######## block 1 ########
--- src/rtl/rf_spi_pkg.sv ---
// Shared types and constants for the MRF24J40-class SPI master.
// Latency: n/a (types, constants and a pure frame-builder function).
// Backpressure: n/a.
package rf_spi_pkg;

  typedef enum logic [1:0] {
    SHORT_RD = 2'b00,
    SHORT_WR = 2'b01,
    LONG_RD  = 2'b10,
    LONG_WR  = 2'b11
  } rf_inst_t;

  typedef enum logic [2:0] {
    IDLE,
    SETUP,
    SHIFT,
    HOLD,
    GAP
  } spi_state_t;

  localparam logic [4:0] SHORT_FRAME_BITS = 5'd16;
  localparam logic [4:0] LONG_FRAME_BITS  = 5'd24;

  // Frames are left-aligned in 24 bits so the bit on the wire is always [23];
  // short frames are zero-padded below, which keeps mosi low once drained.
  function automatic logic [23:0] build_frame(input logic [9:0] addr,
                                              input logic [7:0] data,
                                              input rf_inst_t   cmd);
    logic       rw;
    logic [7:0] byte_v;
    rw     = cmd[0];
    byte_v = rw ? data : 8'h00;
    if (cmd == LONG_RD || cmd == LONG_WR)
      return {1'b1, addr, rw, 4'b0000, byte_v};
    else
      return {1'b0, addr[5:0], rw, byte_v, 8'h00};
  endfunction

endpackage

--- src/rtl/rf_spi_sclk_gen.sv ---
// SCLK generator: CLK_DIV-cycle phase timer with rise/fall strobes for the master FSM.
// Latency: tick asserts in the last cycle of each CLK_DIV phase; sclk toggles on that edge.
// Backpressure: none; counter is held at zero and restarts whenever en is low.
module rf_spi_sclk_gen #(
  parameter int CLK_DIV = 5
) (
  input  logic clk,
  input  logic rst,
  input  logic en,
  input  logic run,
  output logic sclk,
  output logic tick,
  output logic rise_en,
  output logic fall_en
);

  localparam int CW = (CLK_DIV > 1) ? $clog2(CLK_DIV) : 1;

  logic [CW-1:0] cnt;

  assign tick    = en && (cnt == CW'(CLK_DIV - 1));
  assign rise_en = tick && run && !sclk;
  assign fall_en = tick && run && sclk;

  // Phase counter: wraps every CLK_DIV cycles while enabled, parked at 0 otherwise
  always_ff @(posedge clk or posedge rst) begin
    if (rst)
      cnt <= '0;
    else if (!en || tick)
      cnt <= '0;
    else
      cnt <= cnt + 1'b1;
  end

  // SCLK toggles only while shifting, so it always idles low (mode 0)
  always_ff @(posedge clk or posedge rst) begin
    if (rst)
      sclk <= 1'b0;
    else if (!run)
      sclk <= 1'b0;
    else if (tick)
      sclk <= ~sclk;
  end

endmodule

--- src/rtl/rf_spi_master.sv ---
// SPI master serialising one short/long register access per cs_in strobe; optional INT sync via RF_SPI_INTR_SYNC_EN.
// Latency: ready low 1 cycle after strobe; back high 1 + CLK_DIV*(2N+3) cycles after it (N = 16 or 24).
// Backpressure: ready=0 while a frame is in flight; cs_in outside IDLE is dropped, never queued.
module rf_spi_master
  import rf_spi_pkg::*;
#(
  parameter int CLK_DIV = 5
) (
  input  logic       clk,
  input  logic       rst,
  input  logic [9:0] addr_in,
  input  logic [7:0] data_in,
  input  logic [1:0] inst,
  input  logic       cs_in,
  output logic       ready,
  output logic [7:0] rd_data,
  output logic       rd_valid,
  output logic       sclk,
  output logic       mosi,
  input  logic       miso,
  output logic       cs_n,
  input  logic       rf_int_n,
  output logic       intr_out
);

  spi_state_t state, state_nxt;
  rf_inst_t   cmd;

  logic [23:0] shreg;
  logic [4:0]  bit_cnt;
  logic [7:0]  rx;
  logic        rd_op;

  logic gen_en, gen_run, tick, rise_en, fall_en;
  logic accept;

  assign cmd    = rf_inst_t'(inst);
  assign accept = (state == IDLE) && cs_in;

  rf_spi_sclk_gen #(.CLK_DIV(CLK_DIV)) u_sclk_gen (
    .clk     (clk),
    .rst     (rst),
    .en      (gen_en),
    .run     (gen_run),
    .sclk    (sclk),
    .tick    (tick),
    .rise_en (rise_en),
    .fall_en (fall_en)
  );

  // FSM state register
  always_ff @(posedge clk or posedge rst) begin
    if (rst)
      state <= IDLE;
    else
      state <= state_nxt;
  end

  // FSM next state: every non-idle phase is paced by the shared sclk generator
  always_comb begin
    state_nxt = state;
    case (state)
      IDLE:    if (cs_in) state_nxt = SETUP;
      SETUP:   if (tick) state_nxt = SHIFT;
      SHIFT:   if (fall_en && bit_cnt == 5'd0) state_nxt = HOLD;
      HOLD:    if (tick) state_nxt = GAP;
      GAP:     if (tick) state_nxt = IDLE;
      default: state_nxt = IDLE;
    endcase
  end

  // FSM outputs: bus pins and generator controls decoded straight from state
  always_comb begin
    ready   = 1'b0;
    cs_n    = 1'b1;
    gen_en  = 1'b1;
    gen_run = 1'b0;
    case (state)
      IDLE: begin
        ready  = 1'b1;
        gen_en = 1'b0;
      end
      SETUP: cs_n = 1'b0;
      SHIFT: begin
        cs_n    = 1'b0;
        gen_run = 1'b1;
      end
      HOLD:    cs_n = 1'b0;
      default: cs_n = 1'b1;
    endcase
    mosi = cs_n ? 1'b0 : shreg[23];
  end

  // Frame datapath: load on accept, sample miso on sclk rise, shift on sclk fall
  always_ff @(posedge clk or posedge rst) begin
    if (rst) begin
      shreg   <= '0;
      bit_cnt <= '0;
      rx      <= '0;
      rd_op   <= 1'b0;
    end else if (accept) begin
      shreg   <= build_frame(addr_in, data_in, cmd);
      bit_cnt <= inst[1] ? LONG_FRAME_BITS : SHORT_FRAME_BITS;
      rd_op   <= ~inst[0];
    end else if (rise_en) begin
      rx      <= {rx[6:0], miso};
      bit_cnt <= bit_cnt - 5'd1;
    end else if (fall_en) begin
      shreg   <= {shreg[22:0], 1'b0};
    end
  end

  // Read result: published on the edge that leaves HOLD, i.e. as cs_n rises
  always_ff @(posedge clk or posedge rst) begin
    if (rst) begin
      rd_data  <= 8'h00;
      rd_valid <= 1'b0;
    end else begin
      rd_valid <= 1'b0;
      if (state == HOLD && tick && rd_op) begin
        rd_data  <= rx;
        rd_valid <= 1'b1;
      end
    end
  end

`ifdef RF_SPI_INTR_SYNC_EN
  logic [1:0] int_sync;

  // Two-flop synchroniser for the asynchronous INT pin, preset to the idle level
  always_ff @(posedge clk or posedge rst) begin
    if (rst)
      int_sync <= 2'b11;
    else
      int_sync <= {int_sync[0], rf_int_n};
  end

  assign intr_out = ~int_sync[1];
`else
  // INT is trusted to be synchronous already: zero-latency inversion
  assign intr_out = ~rf_int_n;
`endif

endmodule

--- config.mk ---
export PLATFORM = sky130hd
export DESIGN_NAME = rf_spi_master
export DESIGN_NICKNAME = d
export VERILOG_FILES = /design/src/rtl/rf_spi_pkg.sv /design/src/rtl/rf_spi_sclk_gen.sv /design/src/rtl/rf_spi_master.sv
export SDC_FILE = /design/constraint.sdc
export NUM_CORES = 1
export LEC_CHECK = 0
export CAP_MARGIN = 5
export CORE_MARGIN = 1
export CORE_UTILIZATION = 40
export DETAILED_ROUTE_END_ITERATION = 7
export PLACE_DENSITY_LB_ADDON = 0.12
export SYNTH_ARGS = -nofsm -noshare
export SYNTH_HDL_FRONTEND = slang
export SYNTH_SLANG_ARGS = --single-unit
--- constraint.sdc ---
create_clock -name clk -period 5.4 [get_ports clk]
set_input_delay 0.54 -clock clk [delete_from_list [all_inputs] [get_ports clk]]
set_output_delay 0.54 -clock clk [all_outputs]
set_load 0.05 [all_outputs]
######## block 2 ########
### config.mk
export PLATFORM = sky130hd
export DESIGN_NAME = fht_input_loader
export DESIGN_NICKNAME = d
export VERILOG_FILES = /design/src/rtl/fht_pkg.sv /design/src/rtl/fht_bitrev_map.sv /design/src/rtl/fht_input_loader.sv
export SDC_FILE = /design/constraint.sdc
export NUM_CORES = 1
export LEC_CHECK = 0
export CAP_MARGIN = 20
export CORE_ASPECT_RATIO = 0.9
export CORE_MARGIN = 3
export CORE_UTILIZATION = 25
export DETAILED_ROUTE_END_ITERATION = 16
export PLACE_DENSITY = 0.51
export SYNTH_ARGS = -nofsm -noshare
export SYNTH_HDL_FRONTEND = slang
export SYNTH_SLANG_ARGS = --single-unit
### constraint.sdc
create_clock -name iCLK -period 2.5 [get_ports iCLK]
set_input_delay 0.625 -clock iCLK [delete_from_list [all_inputs] [get_ports iCLK]]
set_output_delay 0.625 -clock iCLK [all_outputs]
set_load 0.005 [all_outputs]
### src/rtl/fht_pkg.sv
// Shared types and constants for the FHT working-memory front/back ends.
package fht_pkg;

  localparam int DEF_A_BIT = 8;
  localparam int DEF_D_BIT = 16;
  localparam int N_BANK    = 4;
  localparam int N_POINT   = N_BANK << DEF_A_BIT;

  typedef enum logic [2:0] {
    IDLE,
    LOAD,
    FLUSH,
    KICK,
    WAIT_LO,
    WAIT_HI
  } state_t;

  // Reverses the low w bits of v; bits at and above w come back zero.
  function automatic logic [31:0] bit_rev(input logic [31:0] v, input int w);
    logic [31:0] r;
    logic [4:0]  j;
    r = '0;
    j = '0;
    for (int i = 0; i < 32; i++) begin
      if (i < w) begin
        j    = 5'(w - 1 - i);
        r[i] = v[j];
      end
    end
    return r;
  endfunction

endpackage

### src/rtl/fht_bitrev_map.sv
// Sample index -> (bank, address) mapping for the 4-bank FHT memory.
// FHT_LOAD_BITREV_EN defined: bit-reversed order; undefined: natural order.
module fht_bitrev_map
  import fht_pkg::*;
#(
  parameter int A_BIT = DEF_A_BIT
) (
  input  logic [A_BIT+1:0] k_idx,
  output logic [1:0]       bank,
  output logic [A_BIT-1:0] addr
);

  localparam int KW = A_BIT + 2;

  logic [KW-1:0] r;

`ifdef FHT_LOAD_BITREV_EN
  assign r = KW'(bit_rev(32'(k_idx), KW));
`else
  assign r = k_idx;
`endif

  assign bank = r[1:0];
  assign addr = r[KW-1:2];

endmodule

### src/rtl/fht_input_loader.sv
// Serial sample loader for the 4-bank FHT memory; kicks the FHT control per frame.
// Index order selected by FHT_LOAD_BITREV_EN (see fht_bitrev_map).
module fht_input_loader
  import fht_pkg::*;
#(
  parameter int A_BIT = DEF_A_BIT,
  parameter int D_BIT = DEF_D_BIT
) (
  input  logic              iCLK,
  input  logic              iRESET,
  input  logic              iCLEAR,
  input  logic [D_BIT-1:0]  iDATA,
  input  logic              iVALID,
  output logic              oREADY,
  input  logic              iFHT_RDY,
  output logic              oSTART,
  output logic [A_BIT-1:0]  oADDR_WR,
  output logic [D_BIT-1:0]  oDATA_WR,
  output logic [N_BANK-1:0] oWE,
  output logic              oBUSY,
  output state_t            dbg_state,
  output logic [A_BIT+1:0]  dbg_k
);

  // Handshake: a sample transfers on a cycle where iVALID and oREADY are both
  // high; iDATA must be stable while iVALID is high, oREADY never depends on iVALID.

  state_t             state;
  state_t             state_nxt;
  logic [A_BIT+1:0]   k;
  logic [1:0]         map_bank;
  logic [A_BIT-1:0]   map_addr;
  logic               accept;
  logic               wr_en;
  logic               last;

  fht_bitrev_map #(
    .A_BIT (A_BIT)
  ) u_map (
    .k_idx (k),
    .bank  (map_bank),
    .addr  (map_addr)
  );

  assign accept = iVALID & (state == LOAD);
  assign wr_en  = accept & ~iCLEAR;
  assign last   = accept & (&k);

  always_comb begin
    state_nxt = state;
    oREADY    = 1'b0;
    oSTART    = 1'b0;
    oBUSY     = 1'b1;
    case (state)
      IDLE: begin
        oBUSY = 1'b0;
        if (iFHT_RDY) state_nxt = LOAD;
      end
      LOAD: begin
        oREADY = 1'b1;
        if (last) state_nxt = FLUSH;
      end
      FLUSH:   state_nxt = KICK;
      KICK: begin
        oSTART    = 1'b1;
        state_nxt = WAIT_LO;
      end
      WAIT_LO: if (!iFHT_RDY) state_nxt = WAIT_HI;
      WAIT_HI: if (iFHT_RDY) state_nxt = LOAD;
      default: state_nxt = IDLE;
    endcase
    // Abort wins over everything, including the final accept of a frame.
    if (iCLEAR) state_nxt = IDLE;
  end

  always_ff @(posedge iCLK or posedge iRESET) begin
    if (iRESET) begin
      state    <= IDLE;
      k        <= '0;
      oWE      <= '0;
      oADDR_WR <= '0;
      oDATA_WR <= '0;
    end else begin
      state <= state_nxt;
      oWE   <= '0;
      if (iCLEAR) begin
        k <= '0;
      end else if (accept) begin
        k <= k + 1'b1;
      end
      if (wr_en) begin
        oWE      <= N_BANK'(1) << map_bank;
        oADDR_WR <= map_addr;
        oDATA_WR <= iDATA;
      end
    end
  end

  assign dbg_state = state;
  assign dbg_k     = k;

endmodule

######## block 3 ########
===== config.mk =====
export PLATFORM = sky130hd
export DESIGN_NAME = ir_nec_transmitter_flat
export DESIGN_NICKNAME = d
export VERILOG_FILES = /design/src/rtl/ir_nec_transmitter_if.sv /design/src/rtl/ir_nec_transmitter.sv /design/src/flat_wrapper.sv
export SDC_FILE = /design/constraint.sdc
export NUM_CORES = 1
export LEC_CHECK = 0
export CAP_MARGIN = 20
export CORE_MARGIN = 10
export CORE_UTILIZATION = 38
export CTS_BUF_LIST = sky130_fd_sc_hd__clkbuf_8
export DETAILED_ROUTE_END_ITERATION = 6
export SETUP_SLACK_MARGIN = 0.4
export SLEW_MARGIN = 10
export SYNTH_ARGS = -nofsm -noshare
export SYNTH_HDL_FRONTEND = slang
export SYNTH_SLANG_ARGS = --single-unit

===== constraint.sdc =====
create_clock -name clk -period 8.1 [get_ports clk]
set_clock_uncertainty 0.05 [all_clocks]
set_input_delay 2.43 -clock clk [delete_from_list [all_inputs] [get_ports clk]]
set_output_delay 2.43 -clock clk [all_outputs]
set_load 0.03 [all_outputs]

===== src/rtl/ir_nec_transmitter_if.sv =====
// Send-side bus of the NEC IR transmitter: request/key in, status and line levels out.
interface ir_nec_transmitter_if;
  logic       send;
  logic [7:0] key_code;
  logic       busy;
  logic       done;
  logic       ir_txd;
  logic       ir_led;

  modport master (
    output send, key_code,
    input  busy, done, ir_txd, ir_led
  );

  modport slave (
    input  send, key_code,
    output busy, done, ir_txd, ir_led
  );
endinterface


===== src/rtl/ir_nec_transmitter.sv =====
// NEC-format IR transmitter. Serialises {~key, key, CUSTOM_CODE} LSB-first
// behind a leader, then a stop mark and an idle gap. Drives an active-low
// demodulated line (ir_txd) and a carrier-gated LED line (ir_led).
//
// state        | meaning
// S_IDLE       | waiting for send, line idle high
// S_LEAD_MARK  | 9 ms leader mark
// S_LEAD_SPACE | 4.5 ms leader space
// S_BIT_MARK   | 560 us mark preceding every data bit
// S_BIT_SPACE  | short (0) or long (1) space for the current bit
// S_STOP_MARK  | trailing 560 us mark after bit 31
// S_GAP        | idle-high gap, still busy; done pulses on exit
module ir_nec_transmitter #(
  parameter logic [15:0] CUSTOM_CODE   = 16'h6B86,
  parameter int unsigned LEAD_MARK_CYC = 450000,
  parameter int unsigned LEAD_SPC_CYC  = 225000,
  parameter int unsigned BIT_MARK_CYC  = 28000,
  parameter int unsigned ZERO_SPC_CYC  = 28000,
  parameter int unsigned ONE_SPC_CYC   = 84500,
  parameter int unsigned GAP_CYC       = 2000000,
  parameter int unsigned CARRIER_HALF  = 658
) (
  input  logic                 clk,
  input  logic                 rst_n,
  ir_nec_transmitter_if.slave  bus
);

  localparam int CNT_W = 22;
  localparam int PH_W  = $clog2(CARRIER_HALF + 1);

  typedef enum logic [2:0] {
    S_IDLE, S_LEAD_MARK, S_LEAD_SPACE, S_BIT_MARK, S_BIT_SPACE, S_STOP_MARK, S_GAP
  } state_e;

  state_e           state_q, state_d;
  logic [CNT_W-1:0] cnt_q, cnt_d, dur_m1;
  logic [31:0]      shift_q, shift_d;
  logic [5:0]       bit_idx_q, bit_idx_d;
  logic [PH_W-1:0]  ph_q, ph_d;
  logic             busy_q, busy_d;
  logic             done_q, done_d;
  logic             txd_q, txd_d;
  logic             led_q, led_d;
  logic             last_cyc;
  logic             mark_d;

  // State, duration counter, shift register and registered line outputs.
  always_ff @(posedge clk or negedge rst_n) begin
    if (!rst_n) begin
      state_q   <= S_IDLE;
      cnt_q     <= '0;
      shift_q   <= '0;
      bit_idx_q <= '0;
      ph_q      <= '0;
      busy_q    <= 1'b0;
      done_q    <= 1'b0;
      txd_q     <= 1'b1;
      led_q     <= 1'b0;
    end else begin
      state_q   <= state_d;
      cnt_q     <= cnt_d;
      shift_q   <= shift_d;
      bit_idx_q <= bit_idx_d;
      ph_q      <= ph_d;
      busy_q    <= busy_d;
      done_q    <= done_d;
      txd_q     <= txd_d;
      led_q     <= led_d;
    end
  end

  // Next-state sequencing plus output/carrier values for the coming cycle.
  always_comb begin
    state_d   = state_q;
    cnt_d     = cnt_q + CNT_W'(1);
    shift_d   = shift_q;
    bit_idx_d = bit_idx_q;
    ph_d      = '0;
    led_d     = 1'b0;

    dur_m1 = '0;
    unique case (state_q)
      S_LEAD_MARK:  dur_m1 = CNT_W'(LEAD_MARK_CYC - 1);
      S_LEAD_SPACE: dur_m1 = CNT_W'(LEAD_SPC_CYC - 1);
      S_BIT_MARK:   dur_m1 = CNT_W'(BIT_MARK_CYC - 1);
      S_BIT_SPACE:  dur_m1 = shift_q[0] ? CNT_W'(ONE_SPC_CYC - 1) : CNT_W'(ZERO_SPC_CYC - 1);
      S_STOP_MARK:  dur_m1 = CNT_W'(BIT_MARK_CYC - 1);
      S_GAP:        dur_m1 = CNT_W'(GAP_CYC - 1);
      default:      dur_m1 = '0;
    endcase
    last_cyc = (cnt_q == dur_m1);

    unique case (state_q)
      S_IDLE: begin
        if (bus.send) begin
          state_d   = S_LEAD_MARK;
          shift_d   = {~bus.key_code, bus.key_code, CUSTOM_CODE};
          bit_idx_d = '0;
        end
      end
      S_LEAD_MARK:  if (last_cyc) state_d = S_LEAD_SPACE;
      S_LEAD_SPACE: if (last_cyc) state_d = S_BIT_MARK;
      S_BIT_MARK:   if (last_cyc) state_d = S_BIT_SPACE;
      S_BIT_SPACE: begin
        if (last_cyc) begin
          shift_d   = {1'b0, shift_q[31:1]};
          bit_idx_d = bit_idx_q + 6'd1;
          state_d   = (bit_idx_q == 6'd31) ? S_STOP_MARK : S_BIT_MARK;
        end
      end
      S_STOP_MARK:  if (last_cyc) state_d = S_GAP;
      S_GAP:        if (last_cyc) state_d = S_IDLE;
      default:      state_d = S_IDLE;
    endcase

    // Every state starts counting from zero; IDLE holds the counter cleared.
    if (state_d != state_q || state_q == S_IDLE) cnt_d = '0;

    mark_d = state_d inside {S_LEAD_MARK, S_BIT_MARK, S_STOP_MARK};
    txd_d  = ~mark_d;
    busy_d = (state_d != S_IDLE);
    done_d = (state_q == S_GAP) && (state_d == S_IDLE);

    // Carrier restarts high on every mark entry so each mark begins with a pulse.
    if (mark_d) begin
      if (state_d != state_q) begin
        ph_d  = '0;
        led_d = 1'b1;
      end else if (ph_q == PH_W'(CARRIER_HALF - 1)) begin
        ph_d  = '0;
        led_d = ~led_q;
      end else begin
        ph_d  = ph_q + PH_W'(1);
        led_d = led_q;
      end
    end
  end

  assign bus.busy   = busy_q;
  assign bus.done   = done_q;
  assign bus.ir_txd = txd_q;
  assign bus.ir_led = led_q;

endmodule


===== src/flat_wrapper.sv =====
// flat-port wrapper written by rule: the top's interface ports become plain ports
module ir_nec_transmitter_flat 
#(
  parameter logic [15:0] CUSTOM_CODE   = 16'h6B86,
  parameter int unsigned LEAD_MARK_CYC = 450000,
  parameter int unsigned LEAD_SPC_CYC  = 225000,
  parameter int unsigned BIT_MARK_CYC  = 28000,
  parameter int unsigned ZERO_SPC_CYC  = 28000,
  parameter int unsigned ONE_SPC_CYC   = 84500,
  parameter int unsigned GAP_CYC       = 2000000,
  parameter int unsigned CARRIER_HALF  = 658
)
  (clk, rst_n, bus_send, bus_key_code, bus_busy, bus_done, bus_ir_txd, bus_ir_led);
  ir_nec_transmitter_if bus_i ();
  input  logic clk;
  input  logic rst_n;
  input wire logic [$bits(bus_i.send)-1:0] bus_send;
  input wire logic [$bits(bus_i.key_code)-1:0] bus_key_code;
  output wire logic [$bits(bus_i.busy)-1:0] bus_busy;
  output wire logic [$bits(bus_i.done)-1:0] bus_done;
  output wire logic [$bits(bus_i.ir_txd)-1:0] bus_ir_txd;
  output wire logic [$bits(bus_i.ir_led)-1:0] bus_ir_led;
  assign bus_i.send = bus_send;
  assign bus_i.key_code = bus_key_code;
  assign bus_busy = bus_i.busy;
  assign bus_done = bus_i.done;
  assign bus_ir_txd = bus_i.ir_txd;
  assign bus_ir_led = bus_i.ir_led;
  ir_nec_transmitter #(.CUSTOM_CODE(CUSTOM_CODE), .LEAD_MARK_CYC(LEAD_MARK_CYC), .LEAD_SPC_CYC(LEAD_SPC_CYC), .BIT_MARK_CYC(BIT_MARK_CYC), .ZERO_SPC_CYC(ZERO_SPC_CYC), .ONE_SPC_CYC(ONE_SPC_CYC), .GAP_CYC(GAP_CYC), .CARRIER_HALF(CARRIER_HALF)) u_core (.clk(clk), .rst_n(rst_n), .bus(bus_i));
endmodule

######## block 4 ########
### src/rtl/load_store_unit.sv
// rtl/load_store_unit.sv - big-endian load/store unit with read-merge-write sub-word stores
module load_store_unit #(
    parameter logic [31:0] MEM_WORDS = 32'h257
) (
    input  logic        clk,
    input  logic        reset,
    input  logic        req,
    input  logic        we,
    input  logic [1:0]  size,
    input  logic        unsigned_ld,
    input  logic [31:0] addr,
    input  logic [31:0] wdata,
    output logic        ready,
    output logic        done,
    output logic [31:0] rdata,
    output logic        err,
    output logic [31:0] dm_address,
    output logic [31:0] dm_write_data,
    output logic        dm_mem_write,
    output logic        dm_mem_read,
    input  logic [31:0] dm_read_data
);

    localparam logic [0:0] IDLE  = 1'b0;
    localparam logic [0:0] MERGE = 1'b1;

    logic [0:0]  state;
    logic [29:0] cap_idx;
    logic [1:0]  cap_off;
    logic        cap_half;
    logic [31:0] cap_word;
    logic [15:0] cap_data;

    logic        accept;
    logic        illegal;
    logic        word_store;
    logic [4:0]  ld_shamt;
    logic [31:0] ld_lane;
    logic [31:0] ld_ext;
    logic [4:0]  st_shamt;
    logic [31:0] st_mask;
    logic [31:0] st_lane;
    logic [31:0] merged;

    assign ready      = (state == IDLE) && !reset;
    assign accept     = req && ready;
    assign word_store = we && (size == 2'b10);

    always_comb begin
        illegal = 1'b0;
        if (size == 2'b11)
            illegal = 1'b1;
        if (size == 2'b01 && addr[0])
            illegal = 1'b1;
        if (size == 2'b10 && addr[1:0] != 2'b00)
            illegal = 1'b1;
        if ({2'b00, addr[31:2]} >= MEM_WORDS)
            illegal = 1'b1;
    end

    // Big-endian: lane offset k sits (3-k) bytes above bit 0, so shift by ~k bytes.
    always_comb begin
        case (size)
            2'b00:   ld_shamt = {~addr[1:0], 3'b000};
            2'b01:   ld_shamt = {~addr[1], 4'b0000};
            default: ld_shamt = 5'd0;
        endcase
        ld_lane = dm_read_data >> ld_shamt;
        case (size)
            2'b00:   ld_ext = unsigned_ld ? {24'h0, ld_lane[7:0]}
                                          : {{24{ld_lane[7]}}, ld_lane[7:0]};
            2'b01:   ld_ext = unsigned_ld ? {16'h0, ld_lane[15:0]}
                                          : {{16{ld_lane[15]}}, ld_lane[15:0]};
            default: ld_ext = ld_lane;
        endcase
    end

    always_comb begin
        if (cap_half) begin
            st_shamt = {~cap_off[1], 4'b0000};
            st_mask  = 32'h0000_FFFF << st_shamt;
            st_lane  = {16'h0, cap_data} << st_shamt;
        end else begin
            st_shamt = {~cap_off, 3'b000};
            st_mask  = 32'h0000_00FF << st_shamt;
            st_lane  = {24'h0, cap_data[7:0]} << st_shamt;
        end
        merged = (cap_word & ~st_mask) | (st_lane & st_mask);
    end

    // Strobes are gated by reset directly so an aborted merge never reaches memory.
    always_comb begin
        dm_address    = {2'b00, addr[31:2]};
        dm_write_data = wdata;
        dm_mem_write  = 1'b0;
        dm_mem_read   = 1'b0;
        if (!reset) begin
            if (state == MERGE) begin
                dm_address    = {2'b00, cap_idx};
                dm_write_data = merged;
                dm_mem_write  = 1'b1;
            end else if (accept && !illegal) begin
                if (word_store)
                    dm_mem_write = 1'b1;
                else
                    dm_mem_read  = 1'b1;
            end
        end
    end

    always_ff @(posedge clk) begin
        if (reset) begin
            state <= IDLE;
            done  <= 1'b0;
            rdata <= 32'h0;
            err   <= 1'b0;
        end else begin
            done <= 1'b0;
            if (state == MERGE) begin
                state <= IDLE;
                done  <= 1'b1;
                rdata <= 32'h0;
                err   <= 1'b0;
            end else if (accept) begin
                if (illegal) begin
                    done  <= 1'b1;
                    rdata <= 32'h0;
                    err   <= 1'b1;
                end else if (!we) begin
                    done  <= 1'b1;
                    rdata <= ld_ext;
                    err   <= 1'b0;
                end else if (word_store) begin
                    done  <= 1'b1;
                    rdata <= 32'h0;
                    err   <= 1'b0;
                end else begin
                    state    <= MERGE;
                    cap_idx  <= addr[31:2];
                    cap_off  <= addr[1:0];
                    cap_half <= size[0];
                    cap_word <= dm_read_data;
                    cap_data <= wdata[15:0];
                end
            end
        end
    end

endmodule

### config.mk
export PLATFORM = sky130hd
export DESIGN_NAME = load_store_unit
export DESIGN_NICKNAME = d
export VERILOG_FILES = /design/src/rtl/load_store_unit.sv
export SDC_FILE = /design/constraint.sdc
export NUM_CORES = 1
export LEC_CHECK = 0
export CORE_MARGIN = 2
export CORE_UTILIZATION = 43
export CTS_CLUSTER_SIZE = 12
export DETAILED_ROUTE_END_ITERATION = 8
export PLACE_DENSITY_LB_ADDON = 0.3
export SLEW_MARGIN = 20
export SYNTH_ARGS = -nofsm -noshare
export SYNTH_HDL_FRONTEND = slang
export SYNTH_SLANG_ARGS = --single-unit
### constraint.sdc
create_clock -name clk -period 6.8 [get_ports clk]
set_input_delay 1.7 -clock clk [delete_from_list [all_inputs] [get_ports clk]]
set_output_delay 1.7 -clock clk [all_outputs]
set_load 0.02 [all_outputs]
Block 3, sequential cells grouped by signal name:
Other sequential cells in the stronger grey, the rest of the logic in the fainter grey.
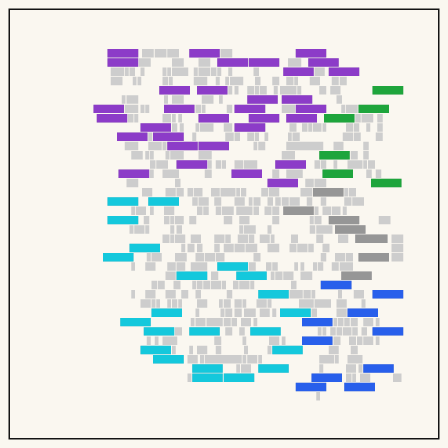
colour	signal	placed flops
green	u_core.bit_idx_q	6
cyan	u_core.cnt_q	22
blue	u_core.ph_q	10
purple	u_core.shift_q	32
not coloured	7

Block 3, ports around the boundary:
Pins as bars across the die edge, other pins in grey.
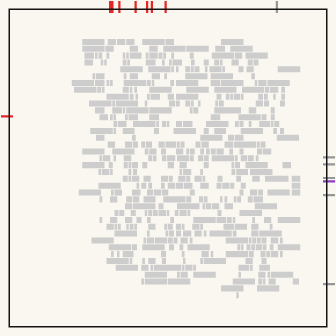
colour	port	pins	direction	edge
purple	bus_ir_txd	1	output	right
red	bus_key_code	8	input	7 top, 1 left
all pins by edge	8 top, 6 right, 1 left

==> reports/metrics.csv, block 3 <==
stage,metric,value,unit
placed_design,DPL Wire Length,5.72,mm
timing,TNS Setup,0,ps
placed_design,post-placement cell area,4360,um2
global_route,Total Routing Usage GR,11.5,%
global_route,largest net degree at the start of global routing,78,
logic_synthesis,Synth flops,77,
logic_synthesis,top cells by count,"dfrtp_1, nand2_1, nor2_1",
logic_synthesis,synthesized cell area,4240,um2
critical_path,R2R setup slack,4060,ps
critical_path,Setup crit end kind,register,
worst_hold_path,hold depth,1,
clock_tree,Late-Pin Clk Latency,360,ps
logic_synthesis,"top cells by area, synth","dfrtp_1, xor2_1, nand2_1",
detailed_routing,DR iter-0 viols,338,
logic_synthesis,Main logic family,simple AND/OR/NAND/NOR gates,
detailed_routing,DR WL/cell,15.0,um
power_and_ir_drop,total power,923,uW
logic_synthesis,"EDFF count, synth",0,
critical_path,WP data required,8300,ps
logic_synthesis,Top cell area share,44.9,%
status,outcome,finished clean,
die,Die ar.,15800,um2
logic_synthesis,syn avg cell area,9.37,um2
clock_tree,H-tree levels,3,
power_and_ir_drop,peak supply drop,0.131,mV
clock_tree,CTS tree,built,
critical_path,Worst R2R End,u_core.shift_q[23],
cells_and_area,most common logic cells in the final layout,"dfrtp_1, nand2_1, nor2_1",
placed_design,Post-Place Worst Slack,3800,ps
timing,"Hold Vio Cnt, Final",0,
placed_design,Port Buffers,14,
logic_synthesis,"Distinct cells, synth",57,
timing,post-route setup slack,4060,ps
detailed_routing,Remaining DRCs,0,
timing,Tcrit/Tclk final,49.9,%
logic_synthesis,top cell type by total area after synthesis,dfrtp_1,
placed_design,placed cell count,575,
timing,Worst Max-Slew Pin Slew,1090,ps
logic_synthesis,most frequent cell after synthesis,dfrtp_1,
-- block 3: worst max-delay path, cell delays in order (launching register included) --
cell      delay (ps)
dfrtp_1         1070
inv_1            370
o311ai_0         470
nand4_1          210
or4b_1           860
nand2_4          480
mux2_2           390
-- block 3: per-layer routing --
layer	vias up	GRT usage, %	wire, um
met5	-	0	0
met4	0	5.22	182
li1	1550	-	-
met1	1554	15.4	4330
met2	42	17.2	4020
met3	14	2.62	307
-- block 3: state kept, by name (all words and copies together) (netlist names), 3 cells and up --
name              count
u_core.ph_q          10
u_core.state_q        3
u_core.bit_idx_q      6
u_core.cnt_q         22
u_core.shift_q       32
-- block 3: power by group --
part	internal, mW	switching [mW]	leakage [nW]
logic	0.0579	0.0591	0.912
clock network	0.172	0.152	0.111
registers	0.429	0.0526	0.953
-- block 3: cell type report --
type                       count  area [um2]
fill                        1066        6310
multi-input combinational    319        2020
sequential                    77        1930
tap                          140         175
timing repair buffer          16         153
clock buffer                   9         124
clock inverter                 7        90.1
inverter                      23        86.3
-- block 3: logic make-up after synthesis --
kind of cell | after synthesis
compound gates | 65
xor+xnor | 36
fa+ha+maj | 4
buf+inv | 56
flops | 77
mux | 22
simple gates | 192
Block 4, gate families picked out:
Bar = 20 um.
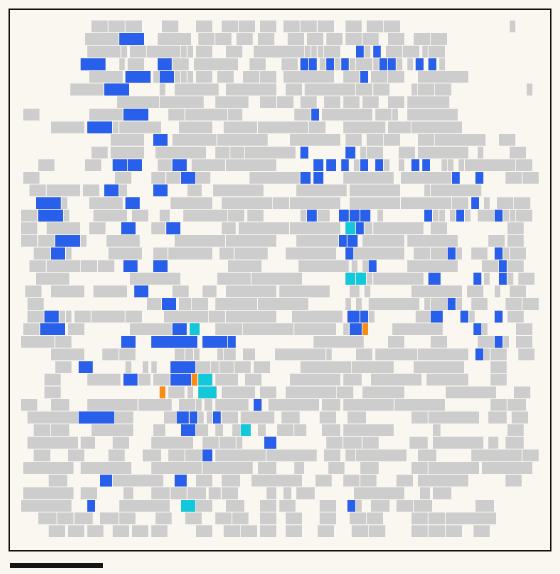
colour	family	cells
cyan	and/or cells	8
blue	aoi and oai cells	103
orange	inv cells	3

==> reports/metrics.csv, block 4 <==
stage,metric,value,unit
global_route,total gr overflow,0,
clock_tree,TritonCTS Buffers,17,
cells_and_area,design area,8200,um2
logic_synthesis,adder-cell area share of the yosys netlist,0,%
critical_path,"most used cell, CP",clkdlybuf4s50_1,
cells_and_area,Commonest Layout Cell,clkdlybuf4s50_1,
die,floorplan core density,43.6,%
critical_path,WP data required,5100,ps
global_route,first-pass GRT wire length,23.6,mm
power_and_ir_drop,Cell Pwr Density,234,nW/um2
logic_synthesis,top cells by count,"edfxtp_1, nand2_1, o21ai_0",
logic_synthesis,XOR/XNOR Area Share,0,%
clock_tree,"Clk pin slew, worst setup/hold paths",50,ps
global_route,largest net degree at the start of global routing,82,
detailed_routing,DR iter-0 viols,364,
logic_synthesis,top_reg_cell synth,edfxtp_1,
placed_design,DPL Wire Length,11.3,mm
logic_synthesis,Main logic family,AND-OR/OR-AND gates,
die,Core Rows,41,
power_and_ir_drop,peak supply drop,0.185,mV
timing,Worst Max-Slew Pin Slew,1060,ps
detailed_routing,Remaining DRCs,0,
logic_synthesis,Synth flops,116,
placed_design,post-placement cell area,7570,um2
logic_synthesis,"top cells by area, synth","edfxtp_1, dfxtp_1, mux2_2",
critical_path,crit path buf inv count,2,
logic_synthesis,"EDFF count, synth",81,
timing,final count of pins violating max slew,0,
status,outcome,finished clean,
die,Core Region,12500,um2
timing,TNS Setup,0,ps
critical_path,Critical Path AT,4230,ps
logic_synthesis,Yosys Instances,428,
cells_and_area,# diodes,0,
clock_tree,CTS resizes,0,
critical_path,crit-path max cell delay,680,ps
placed_design,placed cell count,779,
cells_and_area,nets,729,
[block 4: power by group]
part / leakage, nW / switching [mW] / internal (mW) / total (mW)
clock: 0.306 / 0.302 / 0.653 / 0.955
combinational: 1.64 / 0.0953 / 0.113 / 0.208
sequential: 1.01 / 0.000281 / 0.756 / 0.756
total: 2.96 / 0.398 / 1.52 / 1.92
[block 4: worst paths after layout]
kind / startpoint / endpoint / cells after the start
hold / removal: rdata[21] / rdata[21] / 1
setup reg to reg: state / cap_data[0] / 2
setup / recovery: addr[25] / dm_mem_read / 7
hold reg to reg: rdata[21] / rdata[21] / 1
[block 4: area by class of cell]
class                      instances  area [um2]
clock buffer                      20         447
timing repair buffer             205        2040
clock inverter                    12         184
fill                             953        4270
multi-input combinational        283        2170
tap                              172         215
sequential                       116        3130
inverter                           3        11.3
[block 4: metal layers]
layer	wire, um	track usage (%)	vias up
met4	336	9.29	0
met1	6650	31.5	2089
met2	7370	36.0	184
li1	-	-	2076
met5	0	0	-
met3	1090	5.81	25
[block 4: sequential cells by signal, summed over array words and instances, names as in the netlist]
register  cells
cap_data     16
cap_half      1
cap_idx      30
cap_off       2
cap_word     32
done          1
err           1
rdata        32
state         1
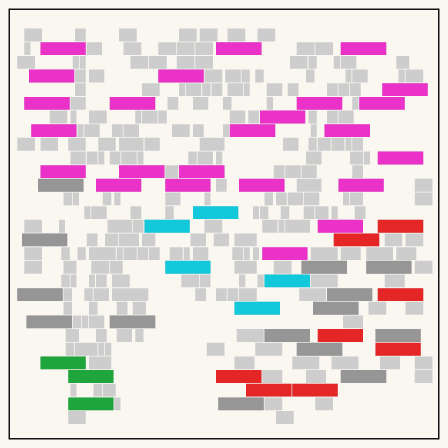
Block 1: sequential cells grouped by signal name
Other sequential cells in the stronger grey, the rest of the logic in the fainter grey.
colour	signal	placed flops
green	u_sclk_gen.cnt	3
cyan	bit_cnt	5
magenta	shreg	24
red	rd_data	8
not coloured	14

==> reports/metrics.csv, block 1 <==
stage,metric,value,unit
cells_and_area,NonClk Buf Share,12.8,%
timing,Worst Max-Slew Pin Slew,1030,ps
timing,final setup vio count,0,
clock_tree,CTS tree,built,
logic_synthesis,top cell type by total area after synthesis,dfrtp_1,
detailed_routing,drt via density,5.71,
die,floorplan core density,42.4,%
timing,"Hold Vio Cnt, Final",0,
logic_synthesis,top_reg_cell synth,dfrtp_1,
die,Core Rows,29,
cells_and_area,FF+latch area,1350,um2
critical_path,crit path from,state[1],
power_and_ir_drop,Comb power,47.7,uW
cells_and_area,most common logic cells in the final layout,"dfrtp_1, clkdlybuf4s50_1, nand2_1",
clock_tree,CTS Hold Bufs,0,
clock_tree,clock sink count,54,
critical_path,R2R setup slack,3240,ps
logic_synthesis,Top cell area share,48.8,%
critical_path,CP max-delay cell,clkdlybuf4s50_1,
logic_synthesis,top cells by count,"dfrtp_1, nand2_1, nand4_1",
clock_tree,number of setup buffers added after CTS,0,
die,Die ar.,7260,um2
timing,Final min period,2660,ps
logic_synthesis,"Chip Area, Yosys",2770,um2
critical_path,Worst path top cell family by delay,buffers and inverters,
logic_synthesis,"EDFF count, synth",0,
critical_path,Setup crit end kind,primary output,
timing,relative slew slack,31.5,%
logic_synthesis,Synthesized Nets,291,
placed_design,Post-Place Worst Slack,3060,ps
power_and_ir_drop,Pleak,1.42,nW
global_route,vias in the first global route,2039,
cells_and_area,clkbuf count,5,
critical_path,worst flop-to-flop path startpoint,u_sclk_gen.cnt[0],
critical_path,crit-path max cell delay,880,ps
detailed_routing,routed vias,2079,
status,outcome,finished clean,
clock_tree,H-tree levels,2,
power_and_ir_drop,peak supply drop,0.139,mV
critical_path,Worst Setup Start Kind,register,
critical_path,Critical Path AT,2120,ps
cells_and_area,flop share of the area,41.4,%
[block 1: stage by stage]
step / hold slack, ps / std cells / power (mW) / utilization (%)
after floorplan: 443 / 262 / 0.441 / -
after global placement: 469 / 356 / 0.467 / 48.5
after detailed placement: 469 / 356 / 0.467 / 48.5
after CTS: 483 / 364 / 0.710 / 50.0
after global routing: 497 / 364 / 0.730 / 50.0
final: 480 / 364 / 0.699 / 50.0
[block 1: per-layer routing]
layer / track usage (%) / vias up
met4: 2.77 / 0
met1: 26.3 / 1015
met3: 3.40 / 3
li1: - / 1028
met2: 27.4 / 33
met5: 0 / -
[block 1: kinds of logic (layout without fill, tap and decap cells)]
family	after synthesis	in the layout	share of synthesized area, %
and+or+nand+nor	99	99	21.0
DFF	54	54	48.8
AOI/OAI and AO/OA	41	41	10.7
buffers and inverters	35	60	5.51
muxes	27	27	11.6
adders and majority gates	4	4	1.81
xor gates and xnor gates	2	2	0.632
[block 1: state kept, by name (all words and copies together) (netlist names)]
register         cells
rd_valid             1
shreg               24
bit_cnt              5
u_sclk_gen.sclk      1
rx                   8
rd_data              8
state                3
rd_op                1
u_sclk_gen.cnt       3
Block 2, clock wiring as the flow saved it:
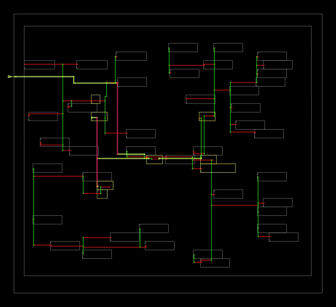
TritonCTS Buffers: 5
Late-Pin Clk Latency: 290 ps
clkbuf count: 5
clock sink count: 41
Clock Skew: 4.70 ps

==> reports/metrics.csv, block 2 <==
stage,metric,value,unit
status,outcome,finished clean,
detailed_routing,routed vias,1411,
logic_synthesis,"Chip Area, Yosys",1870,um2
die,floorplan core density,26.2,%
logic_synthesis,Synthesized Nets,172,
cells_and_area,Finished Core Util,38.6,%
logic_synthesis,ao+oa area frac,5.47,%
logic_synthesis,synthesized cell area,1870,um2
detailed_routing,drt via density,4.52,
cells_and_area,Flop Count,41,
power_and_ir_drop,total power,1.74,mW
placed_design,Post-Place Worst Slack,181,ps
detailed_routing,DR WL/cell,14.0,um
logic_synthesis,Main logic family,multiplexers,
detailed_routing,DR iter-0 viols,48,
critical_path,Worst Setup Start Kind,register,
logic_synthesis,ys async rst share,100,%
logic_synthesis,XOR/XNOR Area Share,0.467,%
clock_tree,CTS tree,built,
[block 2: final timing paths]
path / startpoint / to / slack [ps] / depth (start not counted)
max: dbg_state[2] / oREADY / 100 / 3
min: oADDR_WR[3] / oADDR_WR[3] / 510 / 1
max reg2reg: dbg_state[2] / oDATA_WR[4] / 600 / 5
min reg2reg: oADDR_WR[3] / oADDR_WR[3] / 510 / 1
max in group asynchronous: iRESET / dbg_state[1] / 1330 / 3
min in group asynchronous: iRESET / oDATA_WR[11] / 780 / 3
[block 2: metal layers]
layer / up-vias / wire (um) / part of all wire, %
li1: 653 / - / -
met1: 700 / 2100 / 48
met2: 53 / 1930 / 44
met3: 5 / 287 / 6.6
met4: 0 / 44 / 1.0
met5: - / 0 / 0
[block 2: where the power goes]
part / switching, mW / internal (mW) / total [mW]
registers: 0.0460 / 0.745 / 0.791
clock network: 0.249 / 0.299 / 0.548
logic: 0.114 / 0.285 / 0.399
[block 2: sequential cells by signal, summed over array words and instances (netlist names)]
name	flops
dbg_k	10
dbg_state	3
oWE	4
oADDR_WR	8
oDATA_WR	16
[block 2: timing repair]
action | in CTS | in global routing
setup buffers | 0 | 0
gates resized | 0 | 3
hold buffers | 0 | 0
endpoints found under the setup margin | 0 | 1


==> gallery <==
Gate families picked out.
image #1
Bar = 50 um.
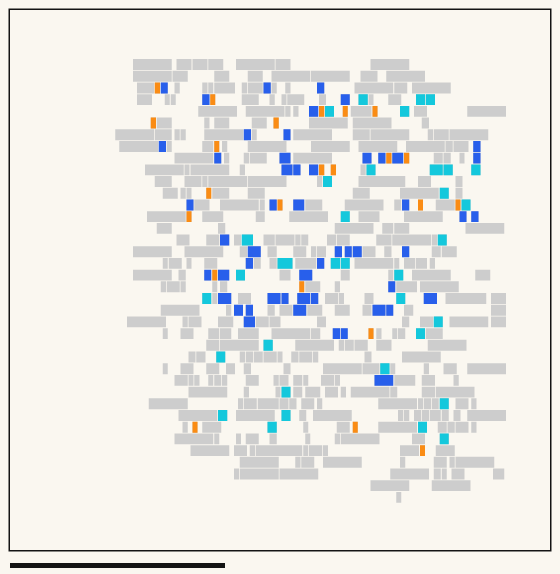
image #2
Bar = 20 um.
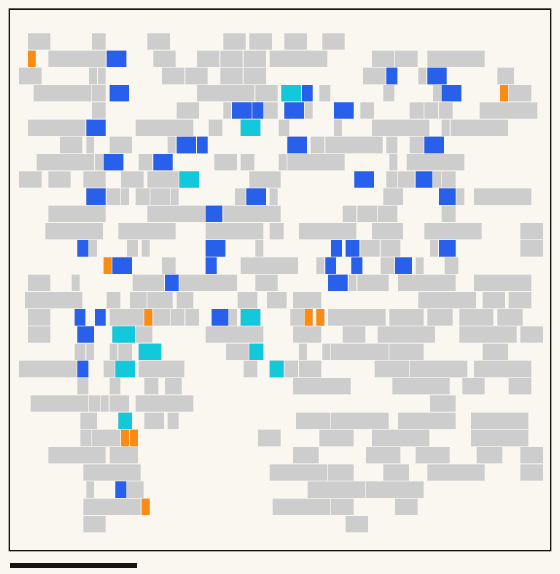
image #3
Bar = 20 um.
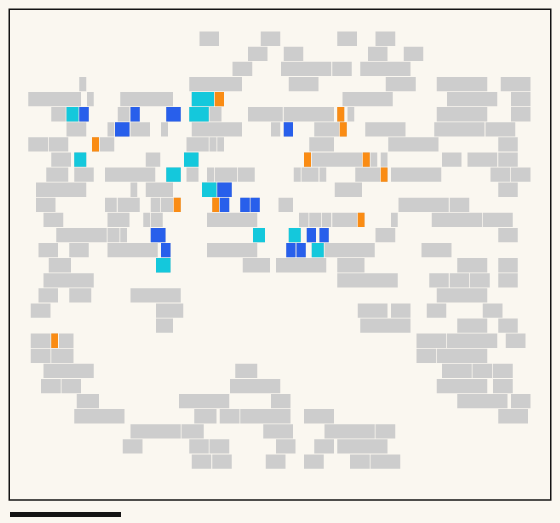
- smallest die: image #2
- most cells: image #1
Block 3 is image #1.
Block 1 is image #2.
Block 2 is image #3.


==> layout pictures side by side <==
Ports around the boundary.
Pins as bars across the die edge, other pins in grey.
Plate I
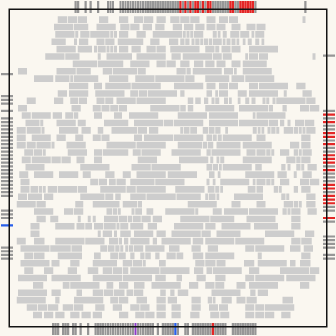
Plate II
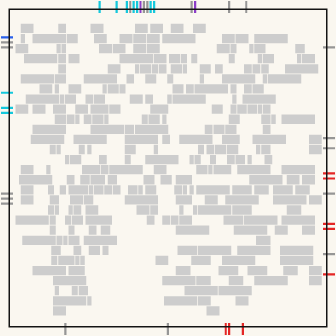
Plate III
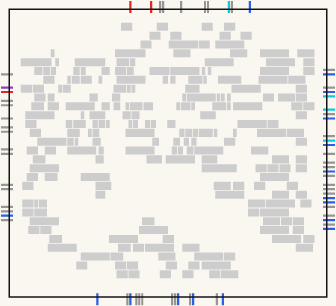
- most pins: Plate I
- fewest pins: Plate II
Plate I -> block 4
Plate II -> block 1
Plate III -> block 2

Power figures rest on the tool's default switching activity, not on a simulated workload.
